# ---- block 1 ----
==> block_1/layers.png <==
Two of the layers only.
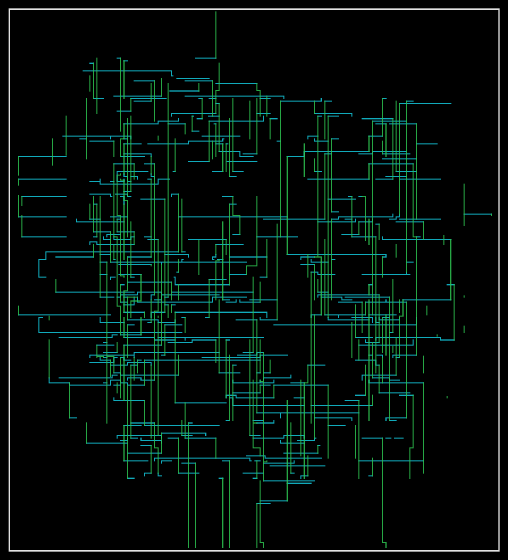

`config.mk`:
```
export PLATFORM = sky130hd
export DESIGN_NAME = encoder_83_stream
export DESIGN_NICKNAME = d
export VERILOG_FILES = /design/src/rtl/encoder_83_stream.sv
export SDC_FILE = /design/constraint.sdc
export NUM_CORES = 1
export LEC_CHECK = 0
export ABC_CLOCK_PERIOD_IN_PS = 2600
export CAP_MARGIN = 20
export CORE_AREA = 4 4 62 69
export DETAILED_ROUTE_END_ITERATION = 10
export DIE_AREA = 0 0 66 73
export SLEW_MARGIN = 30
export SYNTH_ARGS = -nofsm -noshare
export SYNTH_HDL_FRONTEND = slang
export SYNTH_SLANG_ARGS = --single-unit
```
`constraint.sdc`:
```
create_clock -name sys_clk -period 2.6 [get_ports sys_clk]
set_input_delay 0.78 -clock sys_clk [delete_from_list [all_inputs] [get_ports sys_clk]]
set_output_delay 0.78 -clock sys_clk [all_outputs]
set_load 0.05 [all_outputs]
```
`src/rtl/encoder_83_stream.sv`:
```
// encoder_83_stream: 8-to-3 priority encoder with valid/ready input, 2-entry result queue and saturating error counter
// ports: sys_clk, sys_rst (async, active-high); in_valid/in_ready/in_data input word handshake;
//        out_valid/out_ready/out_code/out_err/out_zero queue head; err_cnt count of non-one-hot accepts
module encoder_83_stream #(
  parameter int CNT_W    = 8,
  parameter bit PRIO_MSB = 1'b1
) (
  input  logic             sys_clk,
  input  logic             sys_rst,
  input  logic             in_valid,
  output logic             in_ready,
  input  logic [7:0]       in_data,
  output logic             out_valid,
  input  logic             out_ready,
  output logic [2:0]       out_code,
  output logic             out_err,
  output logic             out_zero,
  output logic [CNT_W-1:0] err_cnt
);
  typedef enum logic [1:0] {EMPTY, ONE, TWO} state_t;
  state_t state, state_nx;
  logic [2:0] enc_code;
  logic [4:0] enc, q0, q1;
  logic push, pop;
  // later matches overwrite earlier ones, so the scan order selects the priority
  always_comb begin
    enc_code = '0;
    for (int i = 0; i < 8; i++) begin
      if (PRIO_MSB && in_data[i]) enc_code = 3'(i);
      if (!PRIO_MSB && in_data[7 - i]) enc_code = 3'(7 - i);
    end
  end
  assign enc  = {enc_code, !$onehot(in_data), in_data == 8'h00};
  assign push = in_valid && in_ready;
  assign pop  = out_valid && out_ready;
  always_ff @(posedge sys_clk or posedge sys_rst)
    if (sys_rst) state <= EMPTY;
    else state <= state_nx;
  always_comb begin
    state_nx = state;
    if (state == EMPTY) state_nx = push ? ONE : EMPTY;
    if (state == ONE) state_nx = (push && !pop) ? TWO : (pop && !push) ? EMPTY : ONE;
    if (state == TWO) state_nx = pop ? ONE : TWO;
  end
  always_comb begin
    in_ready  = state != TWO;
    out_valid = state != EMPTY;
    {out_code, out_err, out_zero} = out_valid ? q0 : 5'b0;
  end
  // q0 is the head; q1 only holds a result while the queue is full
  always_ff @(posedge sys_clk or posedge sys_rst)
    if (sys_rst) begin
      q0      <= '0;
      q1      <= '0;
      err_cnt <= '0;
    end else begin
      q0 <= (state == TWO && pop) ? q1 : (push && (state == EMPTY || pop)) ? enc : q0;
      q1 <= (push && state == ONE && !pop) ? enc : q1;
      if (push && enc[1] && err_cnt != {CNT_W{1'b1}}) err_cnt <= err_cnt + CNT_W'(1);
    end
endmodule

```
# ---- block 2 ----
$ cat src/rtl/serial_adder.sv
// serial_adder: bit-serial adder built around a single full_adder cell.
// Operands are captured on a start handshake and added LSB first, one bit
// pair per clock. The cell's carry-out is registered between bits. After
// WIDTH shift cycles the sum and final carry-out are published, and done
// pulses for one cycle.

module full_adder (
    input  logic a,
    input  logic b,
    input  logic ci,
    output logic s,
    output logic cout
);

    assign s    = a ^ b ^ ci;
    assign cout = (a & b) | (ci & (a ^ b));

endmodule

module serial_adder #(
    parameter int WIDTH = 8
) (
    input  logic             clk,
    input  logic             rst,
    input  logic             start,
    input  logic [WIDTH-1:0] a_in,
    input  logic [WIDTH-1:0] b_in,
    input  logic             ci_in,
    output logic             busy,
    output logic             done,
    output logic [WIDTH-1:0] sum,
    output logic             cout
);

    localparam int CNT_W = $clog2(WIDTH);
    localparam logic [CNT_W-1:0] CNT_LAST = CNT_W'(WIDTH - 1);

    typedef enum logic [1:0] {
        S_IDLE  = 2'd0,
        S_SHIFT = 2'd1,
        S_DONE  = 2'd2
    } state_t;

    state_t           r_state;
    state_t           w_next_state;

    logic [WIDTH-1:0] r_a_sh;
    logic [WIDTH-1:0] r_b_sh;
    logic [WIDTH-1:0] r_s_sh;
    logic             r_carry;
    logic [CNT_W-1:0] r_cnt;
    logic [WIDTH-1:0] r_sum;
    logic             r_cout;

    logic             w_fa_s;
    logic             w_fa_cout;
    logic             w_accept;
    logic             w_shifting;
    logic             w_last;
    logic [WIDTH-1:0] w_sum_next;

    // The one adder cell: current LSBs of both operands plus the carried bit.
    full_adder u_fa (
        .a    (r_a_sh[0]),
        .b    (r_b_sh[0]),
        .ci   (r_carry),
        .s    (w_fa_s),
        .cout (w_fa_cout)
    );

    assign w_accept   = (r_state == S_IDLE) && start;
    assign w_shifting = (r_state == S_SHIFT);
    assign w_last     = w_shifting && (r_cnt == CNT_LAST);

    // New sum bits enter at the MSB, so after WIDTH shifts bit 0 sits at the LSB.
    assign w_sum_next = {w_fa_s, r_s_sh[WIDTH-1:1]};

    // State register; reset aborts any operation in flight.
    always_ff @(posedge clk or posedge rst) begin
        if (rst) begin
            r_state <= S_IDLE;
        end else begin
            r_state <= w_next_state;
        end
    end

    // Next-state logic: start is only looked at in IDLE, DONE always lasts one cycle.
    always_comb begin
        w_next_state = r_state;
        case (r_state)
            S_IDLE:  if (start)  w_next_state = S_SHIFT;
            S_SHIFT: if (w_last) w_next_state = S_DONE;
            S_DONE:  w_next_state = S_IDLE;
            default: w_next_state = S_IDLE;
        endcase
    end

    // Output decode: busy and done are pure functions of the state.
    always_comb begin
        busy = 1'b0;
        done = 1'b0;
        case (r_state)
            S_SHIFT: busy = 1'b1;
            S_DONE:  done = 1'b1;
            default: begin
                busy = 1'b0;
                done = 1'b0;
            end
        endcase
    end

    // Datapath: load operands on accept, shift one bit pair per SHIFT cycle,
    // publish the result only on the final shift so an aborted run leaves it untouched.
    always_ff @(posedge clk or posedge rst) begin
        if (rst) begin
            r_a_sh  <= '0;
            r_b_sh  <= '0;
            r_s_sh  <= '0;
            r_carry <= 1'b0;
            r_cnt   <= '0;
            r_sum   <= '0;
            r_cout  <= 1'b0;
        end else if (w_accept) begin
            r_a_sh  <= a_in;
            r_b_sh  <= b_in;
            r_carry <= ci_in;
            r_cnt   <= '0;
        end else if (w_shifting) begin
            r_s_sh  <= w_sum_next;
            r_a_sh  <= {1'b0, r_a_sh[WIDTH-1:1]};
            r_b_sh  <= {1'b0, r_b_sh[WIDTH-1:1]};
            r_carry <= w_fa_cout;
            r_cnt   <= r_cnt + CNT_W'(1);
            if (w_last) begin
                r_sum  <= w_sum_next;
                r_cout <= w_fa_cout;
            end
        end
    end

    assign sum  = r_sum;
    assign cout = r_cout;

endmodule

$ cat config.mk
export PLATFORM = sky130hd
export DESIGN_NAME = serial_adder
export DESIGN_NICKNAME = d
export VERILOG_FILES = /design/src/rtl/serial_adder.sv
export SDC_FILE = /design/constraint.sdc
export NUM_CORES = 1
export LEC_CHECK = 0
export CAP_MARGIN = 30
export CORE_MARGIN = 3
export CORE_UTILIZATION = 40
export DETAILED_ROUTE_END_ITERATION = 8
export GPL_ROUTABILITY_DRIVEN = 0
export GPL_TIMING_DRIVEN = 1
export PLACE_DENSITY = 0.59
export SYNTH_ARGS = -nofsm -noshare
export SYNTH_HDL_FRONTEND = slang
export SYNTH_SLANG_ARGS = --single-unit
$ cat constraint.sdc
create_clock -name clk -period 3.8 [get_ports clk]
set_input_delay 0.95 -clock clk [delete_from_list [all_inputs] [get_ports clk]]
set_output_delay 0.95 -clock clk [all_outputs]
set_load 0.005 [all_outputs]
# ---- block 3 ----
`config.mk`:
```
export PLATFORM = sky130hd
export DESIGN_NAME = sorted_serializer_4
export DESIGN_NICKNAME = d
export VERILOG_FILES = /design/src/rtl/sorted_serializer_4.sv
export SDC_FILE = /design/constraint.sdc
export NUM_CORES = 1
export LEC_CHECK = 0
export ABC_CLOCK_PERIOD_IN_PS = 2600
export CORE_AREA = 2 2 82 84
export DETAILED_ROUTE_END_ITERATION = 16
export DIE_AREA = 0 0 84 86
export PLACE_DENSITY = 0.86
export SYNTH_ARGS = -nofsm -noshare
export SYNTH_HDL_FRONTEND = slang
export SYNTH_SLANG_ARGS = --single-unit
```
`constraint.sdc`:
```
create_clock -name clk_i -period 2.6 [get_ports clk_i]
set_clock_uncertainty 0.05 [all_clocks]
set_input_delay 0.52 -clock clk_i [delete_from_list [all_inputs] [get_ports clk_i]]
set_output_delay 0.52 -clock clk_i [all_outputs]
set_load 0.02 [all_outputs]
```
`src/rtl/sorted_serializer_4.sv`:
```
// Buffers sorted 4-element blocks in a small circular queue and emits them one element per
// handshake, in input index order, with position and last-element markers.
module sorted_serializer_4 #(
  parameter int unsigned DATAWIDTH  = 8,
  parameter int unsigned DATALENGTH = 4,
  parameter int unsigned DEPTH      = 2
) (
  input  logic                            clk_i,
  input  logic                            rstn_i,
  input  logic                            in_valid_i,
  input  logic [DATALENGTH*DATAWIDTH-1:0] x_i,
  output logic                            in_ready_o,
  output logic [DATAWIDTH-1:0]            y_o,
  output logic                            out_valid_o,
  input  logic                            out_ready_i,
  output logic [1:0]                      out_idx_o,
  output logic                            out_last_o,
  output logic [$clog2(DEPTH+1)-1:0]      blk_cnt_o,
  output logic                            overflow_o
);

  localparam int unsigned CntW = $clog2(DEPTH + 1);
  localparam int unsigned PtrW = (DEPTH > 1) ? $clog2(DEPTH) : 1;
  localparam int unsigned BlkW = DATALENGTH * DATAWIDTH;

  logic [BlkW-1:0] mem_q [DEPTH];
  logic [PtrW-1:0] wr_ptr_q, wr_ptr_d;
  logic [PtrW-1:0] rd_ptr_q, rd_ptr_d;
  logic [CntW-1:0] cnt_q, cnt_d;
  logic [1:0]      elem_q, elem_d;
  logic            overflow_q, overflow_d;

  logic            push, pop_el, pop_blk;
  logic [BlkW-1:0] rd_blk;

  // Readiness depends only on the registered count, never on out_ready_i.
  assign in_ready_o  = (cnt_q < CntW'(DEPTH));
  assign out_valid_o = (cnt_q != '0);
  assign push        = in_valid_i & in_ready_o;
  assign pop_el      = out_valid_o & out_ready_i;
  assign pop_blk     = pop_el & (elem_q == 2'd3);

  always_comb begin
    wr_ptr_d   = wr_ptr_q;
    rd_ptr_d   = rd_ptr_q;
    cnt_d      = cnt_q;
    elem_d     = elem_q;
    overflow_d = overflow_q | (in_valid_i & ~in_ready_o);

    if (push) begin
      wr_ptr_d = (wr_ptr_q == PtrW'(DEPTH - 1)) ? '0 : wr_ptr_q + PtrW'(1);
    end
    if (pop_blk) begin
      rd_ptr_d = (rd_ptr_q == PtrW'(DEPTH - 1)) ? '0 : rd_ptr_q + PtrW'(1);
    end
    // 2-bit counter wraps 3 -> 0 on the last transfer by itself.
    if (pop_el) begin
      elem_d = elem_q + 2'd1;
    end

    if (push && !pop_blk) begin
      cnt_d = cnt_q + CntW'(1);
    end else if (!push && pop_blk) begin
      cnt_d = cnt_q - CntW'(1);
    end
  end

  always_ff @(posedge clk_i or negedge rstn_i) begin
    if (!rstn_i) begin
      wr_ptr_q   <= '0;
      rd_ptr_q   <= '0;
      cnt_q      <= '0;
      elem_q     <= '0;
      overflow_q <= 1'b0;
    end else begin
      wr_ptr_q   <= wr_ptr_d;
      rd_ptr_q   <= rd_ptr_d;
      cnt_q      <= cnt_d;
      elem_q     <= elem_d;
      overflow_q <= overflow_d;
    end
  end

  // Block storage carries no reset; outputs are gated by out_valid_o instead.
  always_ff @(posedge clk_i) begin
    if (push) begin
      mem_q[wr_ptr_q] <= x_i;
    end
  end

  assign rd_blk = mem_q[rd_ptr_q];

  always_comb begin
    y_o = '0;
    if (out_valid_o) begin
      for (int i = 0; i < DATALENGTH; i++) begin
        if (elem_q == 2'(i)) begin
          y_o = rd_blk[i*DATAWIDTH +: DATAWIDTH];
        end
      end
    end
  end

  assign out_idx_o  = elem_q;
  assign out_last_o = out_valid_o & (elem_q == 2'd3);
  assign blk_cnt_o  = cnt_q;
  assign overflow_o = overflow_q;

endmodule

```
# ---- block 4 ----
--- src/rtl/fetch_stage.sv ---
// Instruction fetch stage: issues in-order single-outstanding memory reads and
// buffers up to two {pc, instr} responses for decode; redirects flush everything.
module fetch_stage #(
  parameter int              W        = 32,
  parameter logic [W-1:0]    RESET_PC = '0
) (
  input  logic         clk_i,
  input  logic         rst_i,
  input  logic         redirect_i,
  input  logic [W-1:0] redirect_pc_i,
  output logic         imem_req_o,
  output logic [W-1:0] imem_addr_o,
  input  logic         imem_gnt_i,
  input  logic         imem_rvalid_i,
  input  logic [W-1:0] imem_rdata_i,
  input  logic         ready_i,
  output logic         valid_o,
  output logic [W-1:0] pc_o,
  output logic [W-1:0] instr_o
);

  typedef enum logic [1:0] {
    ST_REQ  = 2'd0,
    ST_WAIT = 2'd1,
    ST_DROP = 2'd2
  } state_t;

  state_t       r_state;
  logic [W-1:0] r_pc_q;
  logic [W-1:0] r_req_pc;
  logic [W-1:0] r_fifo_pc    [2];
  logic [W-1:0] r_fifo_instr [2];
  logic         r_rd_ptr;
  logic         r_wr_ptr;
  logic [1:0]   r_count;

  logic         w_req;
  logic         w_issue;
  logic         w_push;
  logic         w_pop;
  logic [W-1:0] w_redir_pc;

  // Issuing only while count<2 reserves the FIFO slot for the response.
  assign w_req      = !rst_i && (r_state == ST_REQ) && (r_count != 2'd2) && !redirect_i;
  assign w_issue    = w_req && imem_gnt_i;
  assign w_push     = (r_state == ST_WAIT) && imem_rvalid_i && !redirect_i;
  assign w_pop      = (r_count != 2'd0) && ready_i && !redirect_i;
  assign w_redir_pc = {redirect_pc_i[W-1:2], 2'b00};

  assign imem_req_o  = w_req;
  assign imem_addr_o = r_pc_q;
  assign valid_o     = (r_count != 2'd0);
  assign pc_o        = valid_o ? r_fifo_pc[r_rd_ptr]    : '0;
  assign instr_o     = valid_o ? r_fifo_instr[r_rd_ptr] : '0;

  always_ff @(posedge clk_i or posedge rst_i) begin
    if (rst_i) begin
      r_state  <= ST_REQ;
      r_pc_q   <= RESET_PC;
      r_req_pc <= '0;
      r_rd_ptr <= 1'b0;
      r_wr_ptr <= 1'b0;
      r_count  <= 2'd0;
      for (int i = 0; i < 2; i++) begin
        r_fifo_pc[i]    <= '0;
        r_fifo_instr[i] <= '0;
      end
    end else begin
      if (redirect_i) begin
        r_pc_q   <= w_redir_pc;
        r_count  <= 2'd0;
        r_rd_ptr <= 1'b0;
        r_wr_ptr <= 1'b0;
      end else begin
        if (w_issue) begin
          r_req_pc <= r_pc_q;
          r_pc_q   <= r_pc_q + W'(4);
        end
        if (w_push) begin
          r_fifo_pc[r_wr_ptr]    <= r_req_pc;
          r_fifo_instr[r_wr_ptr] <= imem_rdata_i;
          r_wr_ptr               <= ~r_wr_ptr;
        end
        if (w_pop) begin
          r_rd_ptr <= ~r_rd_ptr;
        end
        case ({w_push, w_pop})
          2'b10:   r_count <= r_count + 2'd1;
          2'b01:   r_count <= r_count - 2'd1;
          default: r_count <= r_count;
        endcase
      end

      // A redirect while a response is outstanding turns it into a discard.
      case (r_state)
        ST_REQ:  if (w_issue) r_state <= ST_WAIT;
        ST_WAIT: begin
          if (imem_rvalid_i)   r_state <= ST_REQ;
          else if (redirect_i) r_state <= ST_DROP;
        end
        ST_DROP: if (imem_rvalid_i) r_state <= ST_REQ;
        default: r_state <= ST_REQ;
      endcase
    end
  end

endmodule

--- config.mk ---
export PLATFORM = sky130hd
export DESIGN_NAME = fetch_stage
export DESIGN_NICKNAME = d
export VERILOG_FILES = /design/src/rtl/fetch_stage.sv
export SDC_FILE = /design/constraint.sdc
export NUM_CORES = 1
export LEC_CHECK = 0
export ABC_CLOCK_PERIOD_IN_PS = 7040
export CAP_MARGIN = 30
export CORE_MARGIN = 8
export CORE_UTILIZATION = 53
export CTS_CLUSTER_SIZE = 20
export DETAILED_ROUTE_END_ITERATION = 6
export PLACE_DENSITY = 0.89
export SETUP_SLACK_MARGIN = 0.5
export SKIP_LAST_GASP = 1
export SYNTH_ARGS = -nofsm -noshare
export SYNTH_HDL_FRONTEND = slang
export SYNTH_SLANG_ARGS = --single-unit
--- constraint.sdc ---
create_clock -name clk_i -period 7.04 [get_ports clk_i]
set_input_delay 1.056 -clock clk_i [delete_from_list [all_inputs] [get_ports clk_i]]
set_output_delay 1.056 -clock clk_i [all_outputs]
set_load 0.01 [all_outputs]
# ---- block 5 ----
`config.mk`:
```
export PLATFORM = sky130hd
export DESIGN_NAME = dmem_axi_lite_master
export DESIGN_NICKNAME = d
export VERILOG_FILES = /design/src/rtl/dmem_axi_lite_master.sv
export SDC_FILE = /design/constraint.sdc
export NUM_CORES = 1
export LEC_CHECK = 0
export CAP_MARGIN = 20
export CORE_MARGIN = 2
export CORE_UTILIZATION = 43
export DETAILED_ROUTE_END_ITERATION = 12
export HOLD_SLACK_MARGIN = 0.1
export PLACE_DENSITY = 0.89
export SLEW_MARGIN = 20
export SYNTH_ARGS = -nofsm -noshare
export SYNTH_HDL_FRONTEND = slang
export SYNTH_SLANG_ARGS = --single-unit
```
`constraint.sdc`:
```
create_clock -name cpu_clk -period 4.2 [get_ports cpu_clk]
set_clock_uncertainty 0.05 [all_clocks]
set_input_delay 1.26 -clock cpu_clk [delete_from_list [all_inputs] [get_ports cpu_clk]]
set_output_delay 1.26 -clock cpu_clk [all_outputs]
set_load 0.01 [all_outputs]
```
`src/rtl/dmem_axi_lite_master.sv`:
```
// AXI4-Lite initiator for the core data-memory port; one outstanding transaction, all AXI outputs registered.
// Latency: 4 cycles counting the sample cycle with a zero-wait slave; dmem_* waits until dmem_ready.
module dmem_axi_lite_master #(
  parameter int                    ADDR_WIDTH = 32,
  parameter int                    DATA_WIDTH = 32,
  parameter logic [2:0]            AXI_PROT   = 3'b000,
  parameter logic [DATA_WIDTH-1:0] ERR_RDATA  = 32'hDEADBEEF
) (
  input  logic                      cpu_clk,
  input  logic                      s_axi_aresetn,
  input  logic [ADDR_WIDTH-1:0]     dmem_addr,
  input  logic [DATA_WIDTH-1:0]     dmem_write_data,
  input  logic                      dmem_read,
  input  logic                      dmem_write,
  input  logic [DATA_WIDTH/8-1:0]   dmem_byte_enable,
  output logic [DATA_WIDTH-1:0]     dmem_read_data,
  output logic                      dmem_ready,
  output logic                      bus_error,
  output logic [7:0]                err_count,
  output logic [ADDR_WIDTH-1:0]     m_axi_awaddr,
  output logic [2:0]                m_axi_awprot,
  output logic                      m_axi_awvalid,
  input  logic                      m_axi_awready,
  output logic [DATA_WIDTH-1:0]     m_axi_wdata,
  output logic [DATA_WIDTH/8-1:0]   m_axi_wstrb,
  output logic                      m_axi_wvalid,
  input  logic                      m_axi_wready,
  input  logic [1:0]                m_axi_bresp,
  input  logic                      m_axi_bvalid,
  output logic                      m_axi_bready,
  output logic [ADDR_WIDTH-1:0]     m_axi_araddr,
  output logic [2:0]                m_axi_arprot,
  output logic                      m_axi_arvalid,
  input  logic                      m_axi_arready,
  input  logic [DATA_WIDTH-1:0]     m_axi_rdata,
  input  logic [1:0]                m_axi_rresp,
  input  logic                      m_axi_rvalid,
  output logic                      m_axi_rready
);

  localparam logic [2:0] IDLE    = 3'd0;
  localparam logic [2:0] WR_REQ  = 3'd1;
  localparam logic [2:0] WR_RESP = 3'd2;
  localparam logic [2:0] RD_REQ  = 3'd3;
  localparam logic [2:0] RD_DATA = 3'd4;
  localparam logic [2:0] DONE    = 3'd5;

  logic [2:0]              state;
  logic [ADDR_WIDTH-1:0]   addr_q;
  logic [DATA_WIDTH-1:0]   wdata_q;
  logic [DATA_WIDTH/8-1:0] wstrb_q;
  logic                    aw_done;
  logic                    w_done;
  logic                    aw_hs;
  logic                    w_hs;
  logic                    b_err;
  logic                    r_err;
  logic                    resp_vld;
  logic                    resp_err;

  assign aw_hs    = m_axi_awvalid && m_axi_awready;
  assign w_hs     = m_axi_wvalid && m_axi_wready;
  assign b_err    = (m_axi_bresp == 2'b10) || (m_axi_bresp == 2'b11);
  assign r_err    = (m_axi_rresp == 2'b10) || (m_axi_rresp == 2'b11);
  assign resp_vld = ((state == WR_RESP) && m_axi_bvalid) || ((state == RD_DATA) && m_axi_rvalid);
  assign resp_err = (state == WR_RESP) ? b_err : r_err;

  // One address register serves both channels since only one transaction is ever in flight.
  assign m_axi_awaddr = addr_q;
  assign m_axi_araddr = addr_q;
  assign m_axi_awprot = AXI_PROT;
  assign m_axi_arprot = AXI_PROT;
  assign m_axi_wdata  = wdata_q;
  assign m_axi_wstrb  = wstrb_q;

  always_ff @(posedge cpu_clk or negedge s_axi_aresetn) begin
    if (!s_axi_aresetn) begin
      state          <= IDLE;
      addr_q         <= '0;
      wdata_q        <= '0;
      wstrb_q        <= '0;
      aw_done        <= 1'b0;
      w_done         <= 1'b0;
      m_axi_awvalid  <= 1'b0;
      m_axi_wvalid   <= 1'b0;
      m_axi_bready   <= 1'b0;
      m_axi_arvalid  <= 1'b0;
      m_axi_rready   <= 1'b0;
      dmem_ready     <= 1'b0;
      bus_error      <= 1'b0;
      dmem_read_data <= '0;
      err_count      <= 8'h00;
    end else begin
      dmem_ready <= 1'b0;
      bus_error  <= 1'b0;
      case (state)
        IDLE: begin
          if (dmem_write) begin
            if (dmem_byte_enable == '0) begin
              state      <= DONE;
              dmem_ready <= 1'b1;
            end else begin
              addr_q        <= dmem_addr & ~ADDR_WIDTH'(3);
              wdata_q       <= dmem_write_data;
              wstrb_q       <= dmem_byte_enable;
              m_axi_awvalid <= 1'b1;
              m_axi_wvalid  <= 1'b1;
              aw_done       <= 1'b0;
              w_done        <= 1'b0;
              state         <= WR_REQ;
            end
          end else if (dmem_read) begin
            addr_q        <= dmem_addr & ~ADDR_WIDTH'(3);
            m_axi_arvalid <= 1'b1;
            state         <= RD_REQ;
          end
        end
        WR_REQ: begin
          if (aw_hs) begin
            m_axi_awvalid <= 1'b0;
            aw_done       <= 1'b1;
          end
          if (w_hs) begin
            m_axi_wvalid <= 1'b0;
            w_done       <= 1'b1;
          end
          if ((aw_done || aw_hs) && (w_done || w_hs)) begin
            m_axi_bready <= 1'b1;
            state        <= WR_RESP;
          end
        end
        WR_RESP: begin
          if (m_axi_bvalid) m_axi_bready <= 1'b0;
        end
        RD_REQ: begin
          if (m_axi_arready) begin
            m_axi_arvalid <= 1'b0;
            m_axi_rready  <= 1'b1;
            state         <= RD_DATA;
          end
        end
        RD_DATA: begin
          if (m_axi_rvalid) begin
            m_axi_rready   <= 1'b0;
            dmem_read_data <= (m_axi_rresp == 2'b00) ? m_axi_rdata : ERR_RDATA;
          end
        end
        DONE:    state <= IDLE;
        default: state <= IDLE;
      endcase

      if (resp_vld) begin
        state      <= DONE;
        dmem_ready <= 1'b1;
        bus_error  <= resp_err;
        if (resp_err && (err_count != 8'hFF)) err_count <= err_count + 8'd1;
      end
    end
  end

endmodule
```

## Gallery

Where the registers sit.
image #1
The bar under the picture is 20 µm long. Other sequential cells in the stronger gray, the rest of the logic in the fainter gray.
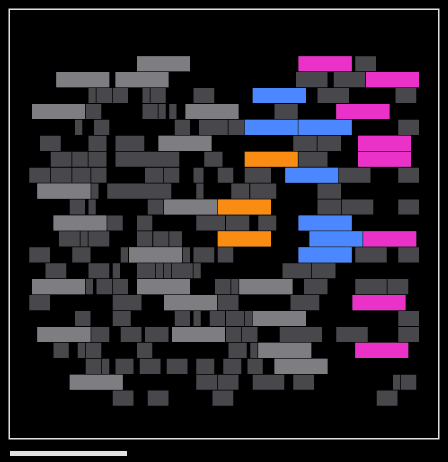
image #2
The bar under the picture is 20 µm long. Other sequential cells in the stronger gray, the rest of the logic in the fainter gray.
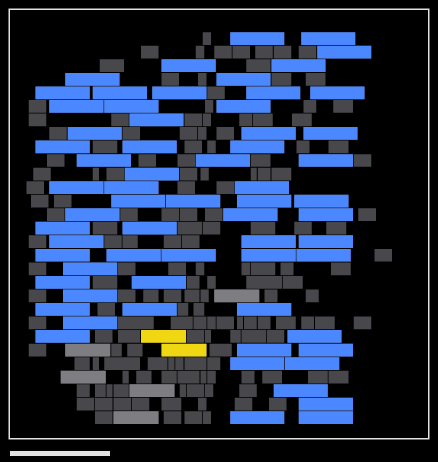
image #3
The bar under the picture is 20 µm long. Other sequential cells in the stronger gray, the rest of the logic in the fainter gray.
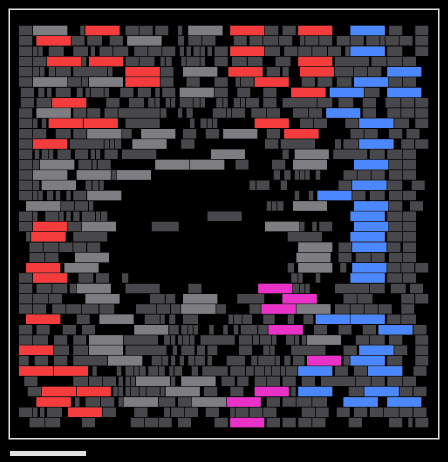
image #4
The bar under the picture is 20 µm long. Other sequential cells in the stronger gray, the rest of the logic in the fainter gray.
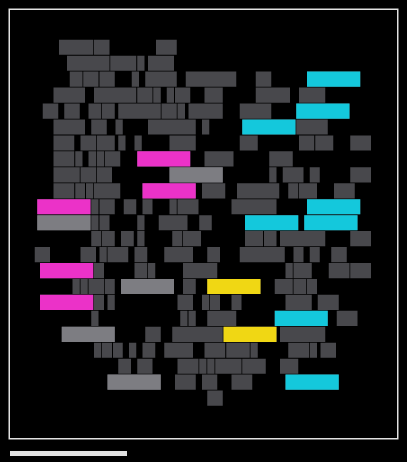
image #5
The bar under the picture is 50 µm long. Other sequential cells in the stronger gray, the rest of the logic in the fainter gray.
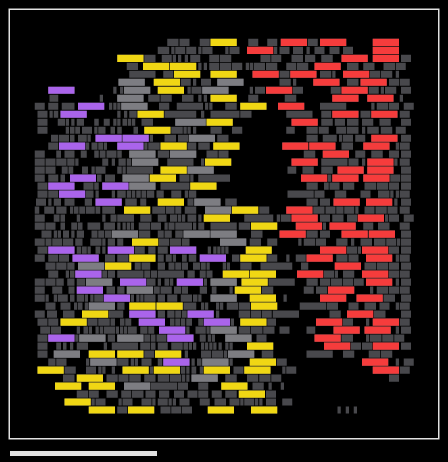
image #3 -> block 5
image #4 -> block 1
image #1 -> block 2
image #2 -> block 3
image #5 -> block 4
The one with the fewest sequential cells is image #4.
The one with the most cells is image #5.

Key to image #5:
Red is r_fifo_instr, placed flops 64, where a vertical strip on the right. Yellow is r_fifo_pc, placed flops 60. Purple is imem_addr_o, placed flops 30.
Another 36 sequential cells are not colored.

==> block_5/pinout.png <==
Pins as bars across the die edge, other pins in gray.
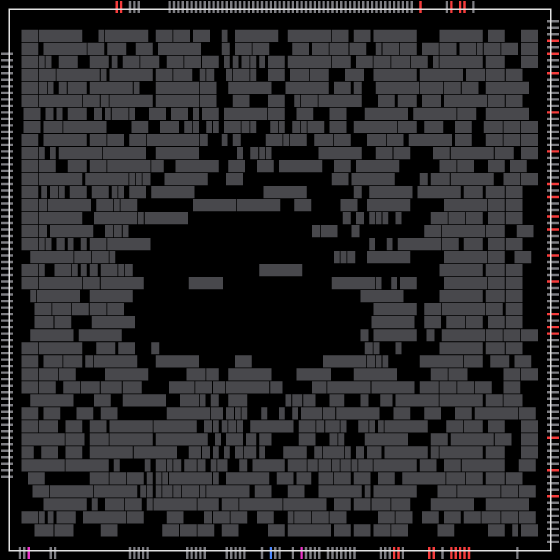
Red is m_axi_awaddr, pins 32, direction output, edge 17 right, 9 bottom, 6 top. Magenta is m_axi_bresp, pins 2, direction input, edge bottom. Blue is m_axi_rready, pins 1, direction output, edge bottom.

==> impl_metrics.env, block 5 <==
# implementation run metrics
export IMPL_area_combinational_mm2=0.001742
export IMPL_pin_count_of_the_biggest_net_entering_global_routing=71
export IMPL_top_cells_by_count="dfrtp_1 (118), mux2_2 (66), nor2_1 (57), buf_4 (41), nand2_1 (34)"
export IMPL_tritoncts_clock_tree="yes"
export IMPL_preCtsSetupSlack_ps=870.8
export IMPL_avgViaCountPerCell=4.931
export IMPL_clkSlewWorstSetupHoldPaths_ps=50
export IMPL_endpoint_with_the_worst_hold_slack="dmem_read_data[8]$_DFFE_PN0P_"
export IMPL_routed_wl_mm=13.71
export IMPL_worst_path_dominant_cell_family="buffers and inverters"
export IMPL_worst_r2r_cell_count=5
export IMPL_finalWorstPathRequiredPeriod_ps=2927
export IMPL_min_period_over_period_pct=69.69
export IMPL_final_seq_area_mm2=0.002953
export IMPL_fin_total_pwr_w=0.006243
export IMPL_run_status="finished, final reports clean"
export IMPL_io_pins=266
export IMPL_launching_instance_or_port_of_the_critical_path="dmem_byte_enable[1]"
export IMPL_compound_area_share_pct=4.936
export IMPL_drv_max_cap_violation_count=0
export IMPL_hold_slack_ps=418.2
[block 5: power by group]
part           total (W)  internal [W]  switching, W
logic            0.00281       0.00171       0.00109
clock network    0.00136      0.000877      0.000479
registers        0.00208       0.00168      0.000398
[block 5: registers in the layout, indices dropped and copies added (netlist names), 3 cells and up]
name	cells
dmem_read_data	32
err_count	8
m_axi_wstrb	4
m_axi_wdata	32
state	3
m_axi_araddr	30
[block 5: tightest hold or removal path: stages, from the launching register on]
cell,delay [ps]
dfrtp_1,340
nand2_1,50
nand2_1,50
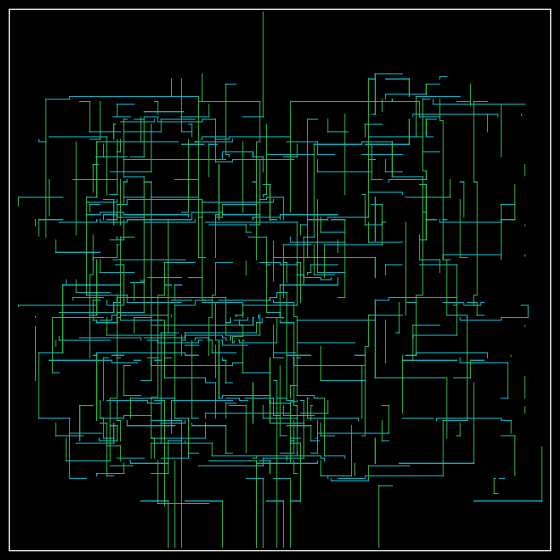
(block_2/layers.png)
Two of the layers only.
Cyan is M1, wire length 1520 µm. Green is M2, wire length 1560 µm.

==> impl_metrics.env, block 2 <==
# implementation run metrics
export IMPL_dr_pass1_iters=4
export IMPL_run_status="finished, final reports clean"
export IMPL_drv_max_cap_violation_count=0
export IMPL_ff_type="dfrtp_1"
export IMPL_fraction_of_final_layout_cells_with_drive_strength_greater_than_1_pct=17.71
export IMPL_min_delay_start="r_b_sh[7]$_DFFE_PP0P_"
export IMPL_totalNegativeSetupSlack_ps=0
export IMPL_avgViaCountPerCell=5.271
export IMPL_met1_length_mm=1.515
export IMPL_layout_cells_most_common="dfrtp_1"
export IMPL_ys_seq_share_pct=52.81
export IMPL_finish_cell_count_without_fillers=225
export IMPL_final_core_utilization_pct=54.33
export IMPL_yosys_stat_area_mm2=0.001800
export IMPL_post_synth_inst_count=144
export IMPL_p_seq_w=0.000715
export IMPL_fin_total_pwr_w=0.001823
export IMPL_htreeDepth=2
export IMPL_synth_async_reset_ratio_pct=100.0
export IMPL_dp_hpwl_mm=2.212
export IMPL_most_common_layout_cells="dfrtp_1 (38), clkdlybuf4s50_1 (30), inv_1 (19)"
export IMPL_yosysUniqueCellTypes=25
export IMPL_grt_use_met1_pct=18.65
export IMPL_number_of_antenna_repair_diodes=0
export IMPL_ys_sh_xor_pct=0
export IMPL_top_cells_by_count="dfrtp_1 (38), inv_1 (19), a211oi_1 (13), nor3b_1 (13), nor4b_1 (13)"
export IMPL_ys_sh_mux_pct=12.51
export IMPL_hold_slack_ps=501.5
## block 2: worst max path at each step
stage | end | slack [ps]
2_1_floorplan | cout$_DFFE_PP0P_ | 1990
3_3_place_gp | busy | 1370
3_5_place_dp | r_cnt[0]$_DFFE_PP0P_ | 1330
4_1_cts | busy | 1010
5_1_grt | busy | 890
6_report | busy | 1030
## block 2: final cells by class
type	instances	share of cell area (%)
Tap cell	50	2.759
Clock buffer	6	3.642
Sequential cell	38	41.94
Clock inverter	2	2.649
Timing Repair Buffer	35	14.90
Multi-Input combinational cell	75	30.96
Inverter	19	3.146
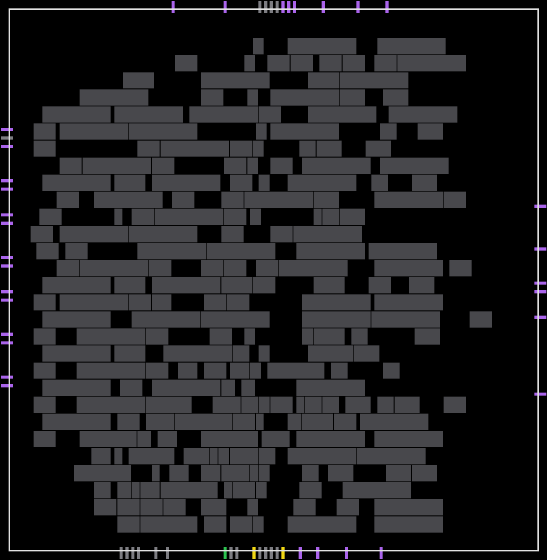
(block_3/pinout.png)
Pins as bars across the die edge, other pins in gray.
Purple is x_i, pins 32, direction input, edge 14 left, 8 top, 6 right, 4 bottom. Yellow is out_idx_o, pins 2, direction output, edge bottom. Green is out_valid_o, pins 1, direction output, edge bottom.

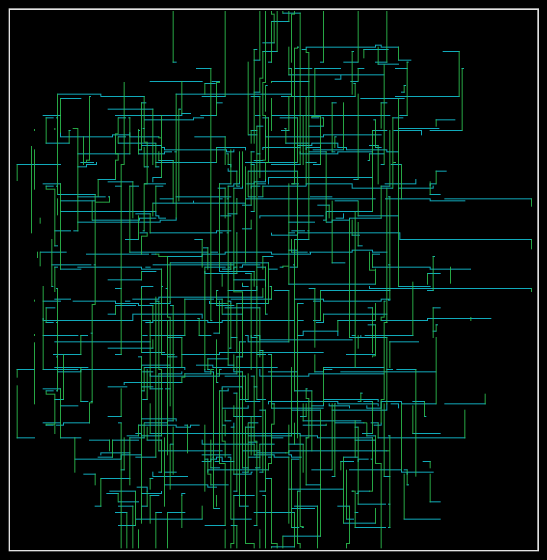
(block_3/layers.png)
Two of the layers only.
Green is M2, wire length 2660 µm. Cyan is M1, wire length 2140 µm.

==> impl_metrics.env, block 3 <==
# implementation run metrics
export IMPL_fraction_of_final_layout_cells_with_drive_strength_greater_than_1_pct=20.96
export IMPL_drv_max_cap_violation_count=0
export IMPL_min_delay_path_class="primary input to async pin"
export IMPL_rows=29
export IMPL_yosys_stat_area_mm2=0.002908
export IMPL_number_of_antenna_repair_diodes=0
export IMPL_die_size_y_um=86
export IMPL_reported_leakage_power_nw=1.314
export IMPL_power_density_mw_per_mm2=1103
export IMPL_wl_met3_um=185
export IMPL_globalRouteTotalUtil_pct=14.68
export IMPL_run_status="finished, final reports clean"
export IMPL_global_route_wire_length_before_repair_mm=7.928
export IMPL_htreeDepth=3
export IMPL_number_of_tap_instances=77
export IMPL_report_final_hold_viol_count=0
export IMPL_worst_path_stages=6
export IMPL_rr_startpoint="blk_cnt_o[1]$_DFFE_PN0P_"
export IMPL_power_internal_w=0.002630
export IMPL_unrepaired_setup_endpoints_after_global_routing="no"
export IMPL_netlist_area_leader_share_pct=66.09
export IMPL_clkSlewWorstSetupHoldPaths_ps=70
export IMPL_hold_slack_ps=406.6
export IMPL_grt_pass1_vias=1685
export IMPL_log_warning_count=29
export IMPL_pin_count_of_the_biggest_net_entering_global_routing=33
export IMPL_io_pins=52
export IMPL_worst_r2r_cell_count=3
-- block 3: sequential cells by signal, summed over array words and instances, names as in the netlist --
name        count
mem_q          64
out_idx_o       2
wr_ptr_q        1
rd_ptr_q        1
blk_cnt_o       2
overflow_o      1
-- block 3: cell families (layout without fill, tap and decap cells) --
logic type               after synthesis  count (layout)  share of synthesized area [%]
AND-OR/OR-AND                         25              25                          6.455
XOR/XNOR                               6               6                          1.807
adder cells (fa/ha/maj)                5               5                          2.151
buffers and inverters                 12              78                          3.313
flip-flops                            71              71                          72.12
multiplexers                          33              33                          12.09
AND/OR/NAND/NOR                       11              11                          2.065
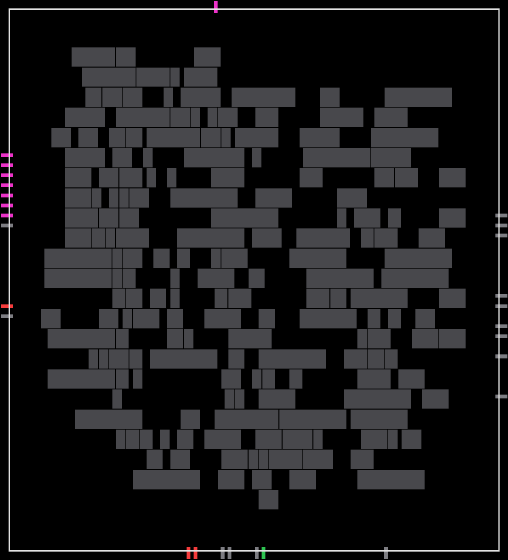
(block_1/pinout.png)
Pins as bars across the die edge, other pins in gray.
Magenta is in_data, pins 8, direction input, edge 7 left, 1 top. Red is out_code, pins 3, direction output, edge 2 bottom, 1 left. Green is out_valid, pins 1, direction output, edge bottom.
All pins by edge: 10 left, 9 right, 7 bottom, 1 top.

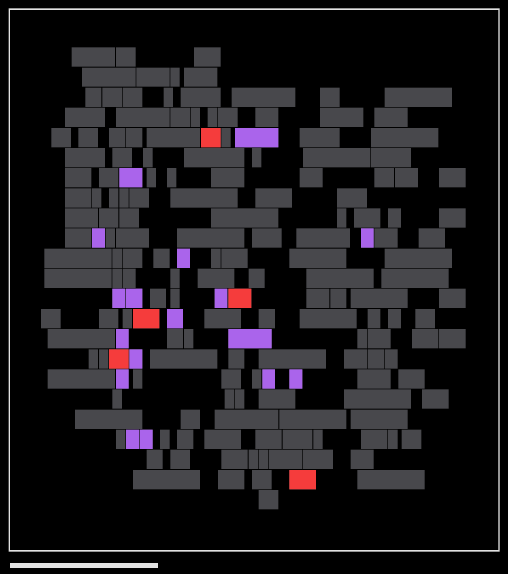
(block_1/gates.png)
The bar under the picture is 20 µm long.
Red is non-inverting ao/oa cells, cells 5. Purple is aoi and oai cells, cells 17.

Notes on block_1/layers.png above:
Cyan is M1, wire length 1290 µm. Green is M2, wire length 1530 µm.

==> impl_metrics.env, block 1 <==
# implementation run metrics
export IMPL_drt_iter0_markers=26
export IMPL_logic_gate_count=93
export IMPL_crit_path_end_kind="flop"
export IMPL_p_clk_share_pct=11.8
export IMPL_die_size_x_um=66
export IMPL_post_place_cells=223
export IMPL_run_status="finished with violations"
export IMPL_wl_met3_um=111
export IMPL_layout_cells_most_common="buf_4"
export IMPL_netlist_area_leader_share_pct=36.07
export IMPL_min_delay_start="err_cnt[7]$_DFFE_PP0P_"
export IMPL_cts_root_buffer="clkbuf_8"
export IMPL_inverters=20
export IMPL_setup_viol_count_final=10
export IMPL_gr_busiest_metal="met2"
export IMPL_globalplace_congestion=0.8505
export IMPL_cts_sinks=20
export IMPL_cts_hold_buf=0
export IMPL_ys_sh_xor_pct=4.418
export IMPL_launching_instance_or_port_of_the_critical_path="in_data[3]"
export IMPL_numSynthFlops=20
export IMPL_most_common_layout_cells="buf_4 (23), dfrtp_1 (20), clkdlybuf4s50_1 (15), inv_1 (14), nor2_1 (13)"
export IMPL_failed_checks="setup timing"
export IMPL_max_clock_freq_mhz=268.9
export IMPL_worst_path_dominant_cell_family="adder cells"
export IMPL_pin_count_of_the_biggest_net_entering_global_routing=21
export IMPL_worst_r2r_cell_count=6
export IMPL_grt_use_met1_pct=16.47
export IMPL_yosysUniqueCellTypes=42
export IMPL_avgRoutedWirePerCell_um=12.93
export IMPL_layout_setup_ws_ps=-1119
export IMPL_critPathKind="primary input to flop"
export IMPL_edf_count=0
export IMPL_timing_slew_headroom_pct=62.00
export IMPL_globalRouteMet2Util_pct=24.16
export IMPL_ys_warn_count=0
export IMPL_detailroute_via_count=1116
-- block 1: metrics by stage --
stage	setup TNS [ps]	power, W	setup WS (ps)	hold slack [ps]
5_1_grt	-11640	0.002154	-1208	556.2
3_3_place_gp	-18440	0.001732	-1926	485.3
2_1_floorplan	-11420	0.001413	-1258	474.0
4_1_cts	-12880	0.002044	-1317	524.4
6_report	-10740	0.002028	-1119	525.3
3_5_place_dp	-19350	0.001763	-1999	513.6
-- block 1: registers in the layout, indices dropped and copies added (netlist names) --
signal   count
err_cnt      8
q0           5
q1           5
state        2
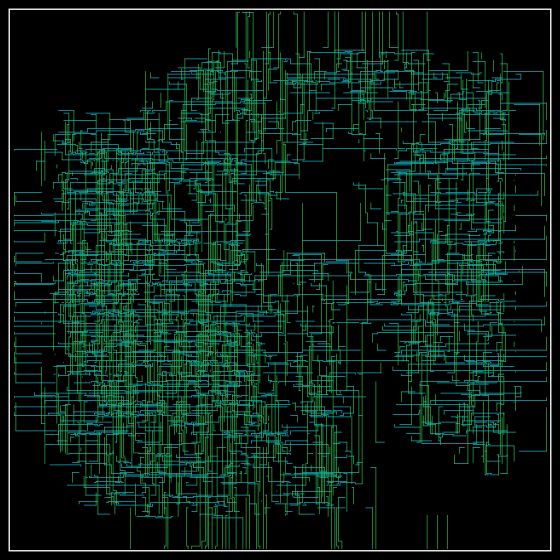
(block_4/layers.png)
Two of the layers only.
Cyan is M1, wire length 9350 µm. Green is M2, wire length 10500 µm.

==> impl_metrics.env, block 4 <==
# implementation run metrics
export IMPL_avgRoutedWirePerCell_um=18.78
export IMPL_reported_leakage_power_nw=4.913
export IMPL_nonClkBufAreaFrac_pct=15.40
export IMPL_ys_sh_mux_pct=23.59
export IMPL_max_clock_freq_mhz=251.3
export IMPL_ys_seq_share_pct=53.39
export IMPL_synth_top_cell_by_area="dfrtp_1"
export IMPL_run_status="finished, final reports clean"
export IMPL_grt_antenna_before_repair=0
export IMPL_io_pins=168
export IMPL_crit_buf_inv=2
export IMPL_die_area_mm2=0.02121
export IMPL_power_share_switching_pct=26.07
export IMPL_die_size_y_um=145.6
export IMPL_edf_count=0
export IMPL_ys_top_logic_family="multiplexers"
export IMPL_setup_viol_count_final=0
export IMPL_report_final_hold_viol_count=0
export IMPL_path_cells="buf_2 -> or4_4 -> nor2_1 -> clkdlybuf4s50_1"
export IMPL_flow_area_growth_from_synthesis_pct=27.54
export IMPL_seqAreaFraction_pct=41.89
export IMPL_critPathKind="primary input to output pin"
export IMPL_worst_path_stages=4
export IMPL_dr_pass1_iters=5
export IMPL_grt_ovfl_total=0
export IMPL_synthSimpleGateAreaFrac_pct=13.87
export IMPL_inverters=14
export IMPL_area_share_combinational_pct=34.35
-- block 4: flip-flops by register name (all words and copies together) (netlist names) --
name / cells
r_count: 2
r_rd_ptr: 1
r_fifo_pc: 60
r_fifo_instr: 64
imem_addr_o: 30
r_wr_ptr: 1
r_req_pc: 30
r_state: 2
-- block 4: per-layer routing --
layer / global-route usage [%] / vias to the layer above / wire length, µm
met5: 0 / - / 0
met1: 26.95 / 3265 / 9346
met3: 5.690 / 28 / 1685
met4: 8.121 / 0 / 309
met2: 33.90 / 281 / 10480
li1: - / 3051 / -

# ---- block 6 ----
File: config.mk
export PLATFORM = sky130hd
export DESIGN_NAME = hscaler_n
export DESIGN_NICKNAME = d
export VERILOG_FILES = /design/src/rtl/hscaler_n.sv
export SDC_FILE = /design/constraint.sdc
export NUM_CORES = 1
export LEC_CHECK = 0
export CAP_MARGIN = 20
export CORE_MARGIN = 2
export CORE_UTILIZATION = 45
export CTS_CLUSTER_SIZE = 10
export DETAILED_ROUTE_END_ITERATION = 6
export GPL_ROUTABILITY_DRIVEN = 0
export GPL_TIMING_DRIVEN = 0
export PLACE_DENSITY = 0.76
export SKIP_CTS_REPAIR_TIMING = 1
export SYNTH_ARGS = -nofsm -noshare
export SYNTH_HDL_FRONTEND = slang
export SYNTH_SLANG_ARGS = --single-unit
File: constraint.sdc
create_clock -name clk_scl -period 7.94 [get_ports clk_scl]
set_clock_uncertainty 0.2 [all_clocks]
set_input_delay 1.588 -clock clk_scl [delete_from_list [all_inputs] [get_ports clk_scl]]
set_output_delay 1.588 -clock clk_scl [all_outputs]
set_load 0.02 [all_outputs]
File: src/rtl/hscaler_n.sv
// rtl/hscaler_n.sv - horizontal scaler with per-channel causal smoothing and NUM/DEN decimation
module hscaler_n #(
  parameter int DW  = 8,
  parameter int NCH = 3,
  parameter int RW  = 4,
  parameter int CW  = 12
) (
  input  logic              clk_scl,
  input  logic              rst_scl,
  input  logic              scl_i_vsync,
  input  logic              scl_i_hsync,
  input  logic              scl_i_data_en,
  input  logic [NCH*DW-1:0] scl_i_data,
  input  logic              scl_cfg_mode,
  input  logic [1:0]        scl_cfg_flt,
  input  logic [RW-1:0]     scl_cfg_num,
  input  logic [RW-1:0]     scl_cfg_den,
  output logic              scl_o_vsync,
  output logic              scl_o_hsync,
  output logic              scl_o_data_en,
  output logic [NCH*DW-1:0] scl_o_data,
  output logic [CW-1:0]     scl_o_pix_cnt
);

  localparam logic [DW+1:0] ONE = (DW+2)'(1);
  localparam logic [DW+1:0] TWO = (DW+2)'(2);

  // config shadows, only updated at frame boundaries
  logic          mode_s;
  logic [1:0]    flt_s;
  logic [RW-1:0] num_s, den_s;

  logic              vs_prev, de_prev;
  logic [NCH*DW-1:0] h1, h2;
  logic [RW:0]       acc;

  logic              s1_en, s1_vs, s1_hs;
  logic [NCH*DW-1:0] s1_data;

  logic              line_start;
  logic [RW-1:0]     num_e, den_e;
  logic [RW:0]       sum;
  logic              keep;
  logic [NCH*DW-1:0] filt;
  logic [DW+1:0]     fc, fp, fq, fs;

  // latch new configuration on the vsync rising edge
  always_ff @(posedge clk_scl) begin
    if (rst_scl) begin
      mode_s <= 1'b0;
      flt_s  <= 2'b00;
      num_s  <= RW'(1);
      den_s  <= RW'(1);
    end else if (scl_i_vsync && !vs_prev) begin
      mode_s <= scl_cfg_mode;
      flt_s  <= scl_cfg_flt;
      num_s  <= scl_cfg_num;
      den_s  <= scl_cfg_den;
    end
  end

  // sanitise the ratio and evaluate this pixel's keep decision
  always_comb begin
    num_e = num_s;
    den_e = den_s;
    if (num_s == '0 || den_s == '0 || num_s > den_s) begin
      num_e = RW'(1);
      den_e = RW'(1);
    end
    line_start = scl_i_data_en && !de_prev;
    sum  = acc + {1'b0, num_e};
    keep = (sum >= {1'b0, den_e});
  end

  // per-channel smoothing with edge replication at line start
  always_comb begin
    filt = '0;
    fc   = '0;
    fp   = '0;
    fq   = '0;
    fs   = '0;
    for (int i = 0; i < NCH; i++) begin
      fc = {2'b00, scl_i_data[i*DW +: DW]};
      fp = line_start ? fc : {2'b00, h1[i*DW +: DW]};
      fq = line_start ? fc : {2'b00, h2[i*DW +: DW]};
      case (flt_s)
        2'b01:   fs = (fc + fp + ONE) >> 1;
        2'b10:   fs = (fc + (fp << 1) + fq + TWO) >> 2;
        default: fs = fc;
      endcase
      filt[i*DW +: DW] = fs[DW-1:0];
    end
  end

  // input history, pixel history and decimation accumulator
  always_ff @(posedge clk_scl) begin
    if (rst_scl) begin
      vs_prev <= 1'b0;
      de_prev <= 1'b0;
      h1      <= '0;
      h2      <= '0;
      acc     <= '0;
    end else begin
      vs_prev <= scl_i_vsync;
      de_prev <= scl_i_data_en;
      if (scl_i_data_en) begin
        h1  <= scl_i_data;
        h2  <= line_start ? scl_i_data : h1;
        acc <= keep ? sum - {1'b0, den_e} : sum;
      end else begin
        acc <= {1'b0, den_e} - {1'b0, num_e};
      end
    end
  end

  // first pipeline stage: filtered pixel, qualified valid and syncs
  always_ff @(posedge clk_scl) begin
    if (rst_scl) begin
      s1_en   <= 1'b0;
      s1_vs   <= 1'b0;
      s1_hs   <= 1'b0;
      s1_data <= '0;
    end else begin
      s1_en   <= scl_i_data_en && (!mode_s || keep);
      s1_vs   <= scl_i_vsync;
      s1_hs   <= scl_i_hsync;
      s1_data <= filt;
    end
  end

  // output stage: data forced to zero whenever not valid
  always_ff @(posedge clk_scl) begin
    if (rst_scl) begin
      scl_o_data_en <= 1'b0;
      scl_o_vsync   <= 1'b0;
      scl_o_hsync   <= 1'b0;
      scl_o_data    <= '0;
    end else begin
      scl_o_data_en <= s1_en;
      scl_o_vsync   <= s1_vs;
      scl_o_hsync   <= s1_hs;
      scl_o_data    <= s1_en ? s1_data : '0;
    end
  end

  // saturating per-line output pixel counter, cleared by output hsync
  always_ff @(posedge clk_scl) begin
    if (rst_scl) begin
      scl_o_pix_cnt <= '0;
    end else if (scl_o_hsync) begin
      scl_o_pix_cnt <= '0;
    end else if (scl_o_data_en && scl_o_pix_cnt != {CW{1'b1}}) begin
      scl_o_pix_cnt <= scl_o_pix_cnt + CW'(1);
    end
  end

endmodule

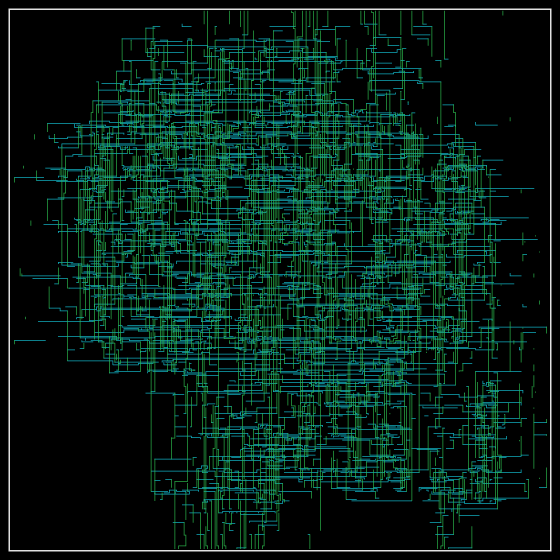
(block_6/layers.png)
Two of the layers only.
Cyan is M1, wire length 9200 µm. Green is M2, wire length 10000 µm.

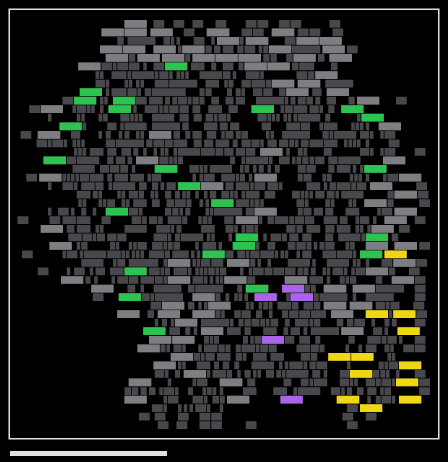
(block_6/ff_map.png)
The bar under the picture is 50 µm long. Other sequential cells in the stronger gray, the rest of the logic in the fainter gray.
Purple is acc, placed flops 5. Green is h2, placed flops 24. Yellow is scl_o_pix_cnt, placed flops 12, where bottom right.
Another 90 sequential cells are not colored.

==> impl_metrics.env <==
# implementation run metrics
export IMPL_min_delay_start="s1_data[16]$_SDFF_PP0_"
export IMPL_io_pins=79
export IMPL_clk_power_w=0.000758
export IMPL_min_period_over_period_pct=73.41
export IMPL_post_synth_inst_count=923
export IMPL_largest_cell_class="multi-input combinational cells"
export IMPL_yosysUniqueCellTypes=58
export IMPL_dp_hpwl_mm=15.17
export IMPL_crit_path_max_fanout=10
export IMPL_cts_sinks=131
export IMPL_drt_iter0_markers=507
export IMPL_min_delay_path_class="flop to flop"
export IMPL_ff_type="dfxtp_1"
export IMPL_run_status="finished, final reports clean"
export IMPL_die_area_mm2=0.01858
export IMPL_synth_async_reset_ratio_pct=0
export IMPL_power_share_switching_pct=31.89
export IMPL_crit_buf_inv=4
export IMPL_final_core_utilization_pct=55.36
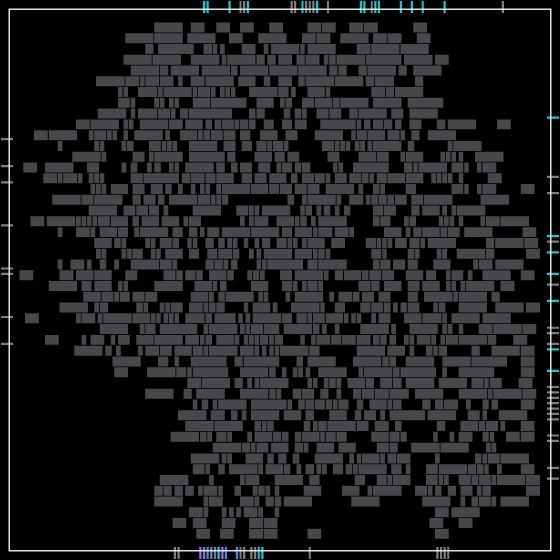
(block_6/pinout.png)
Pins as bars across the die edge, other pins in gray.
Blue is scl_cfg_den, pins 4, direction input, edge bottom. Cyan is scl_o_data, pins 24, direction output, edge 14 top, 7 right, 3 bottom. Purple is scl_cfg_flt, pins 2, direction input, edge bottom.
All pins by edge: 25 right, 24 top, 22 bottom, 8 left.

[metal layers]
metal  vias to the layer above  GRT usage, %  part of all wire, %
li1                       3402             -                    -
met1                      3354         29.68                   44
met2                       247         39.20                   47
met3                        47         4.922                  6.2
met4                         0         9.201                  2.7
met5                         -             0                    0
[cells by family (layout without fill, tap and decap cells)]
family,Yosys count,count (layout),share of synthesized area [%]
AND/OR/NAND/NOR,353,353,20.14
AND-OR/OR-AND,184,184,16.52
flip-flops,131,131,33.29
adder cells (fa/ha/maj),91,91,16.74
buffers and inverters,88,197,4.368
XOR/XNOR,45,45,5.003
multiplexers,31,31,3.939


==> notes/layouts.md <==
Pictures saved along the way, in no particular order.

Selected gate families.
picture 1
The bar under the picture is 50 µm long.
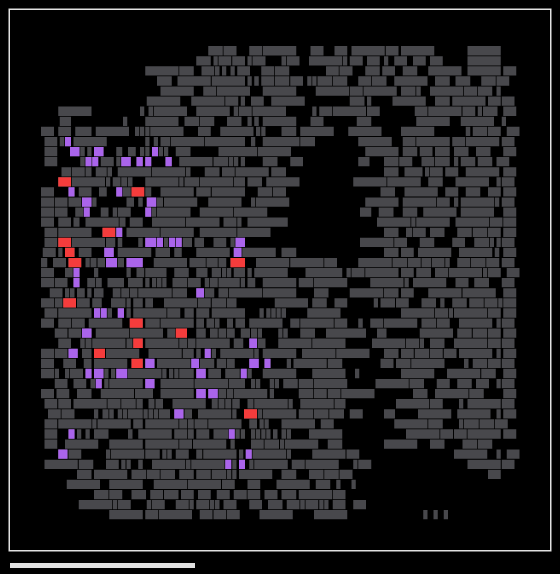
picture 2
The bar under the picture is 20 µm long.
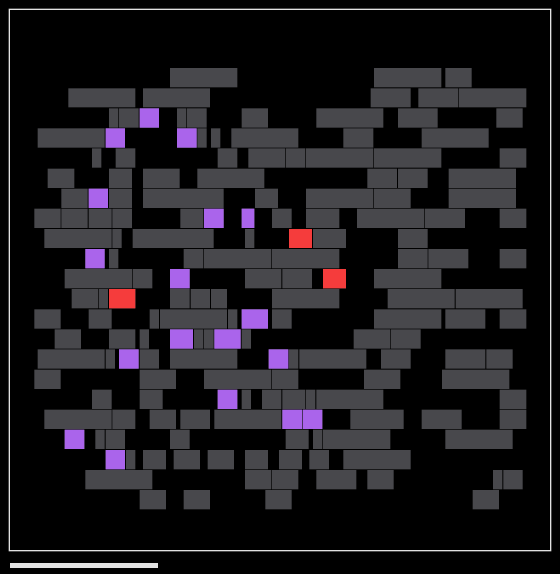
picture 3
The bar under the picture is 50 µm long.
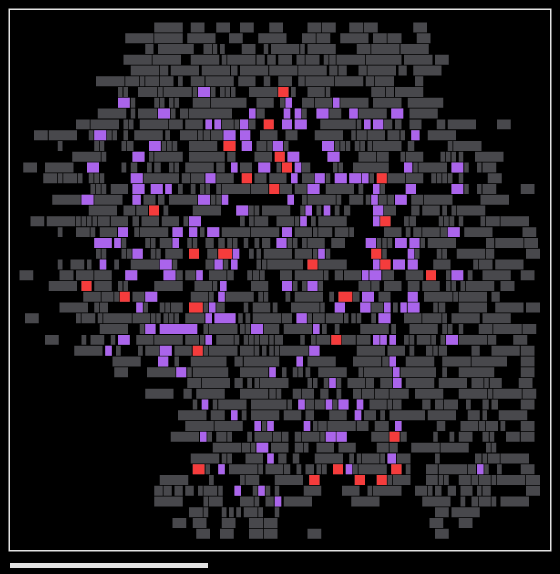
picture 4
The bar under the picture is 20 µm long.
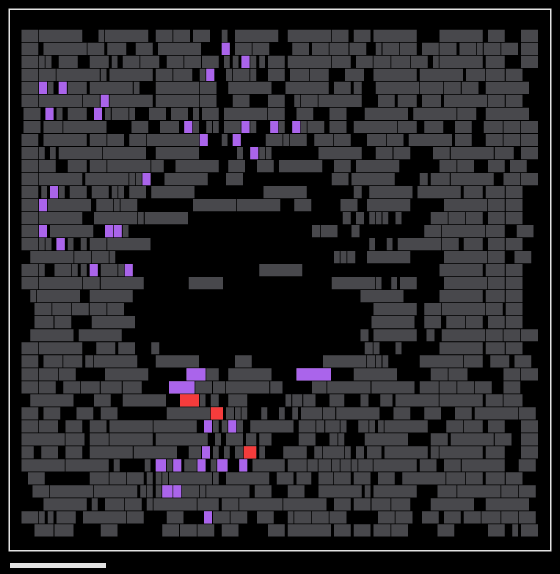
picture 5
The bar under the picture is 20 µm long.
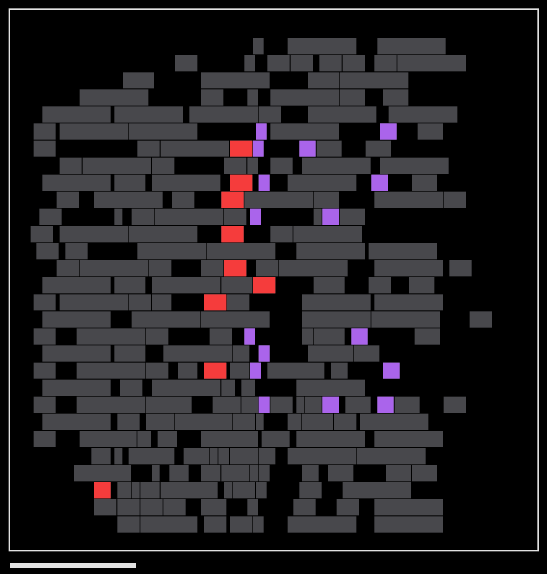
| picture | from |
|---|---|
| picture 4 | block 5 |
| picture 5 | block 3 |
| picture 2 | block 2 |
| picture 3 | block 6 |
| picture 1 | block 4 |
- smallest die: picture 2

Key to picture 2:
Red is non-inverting ao/oa cells, cells 3. Purple is aoi and oai cells, cells 18.

Power is estimated from default activity; no workload was simulated.
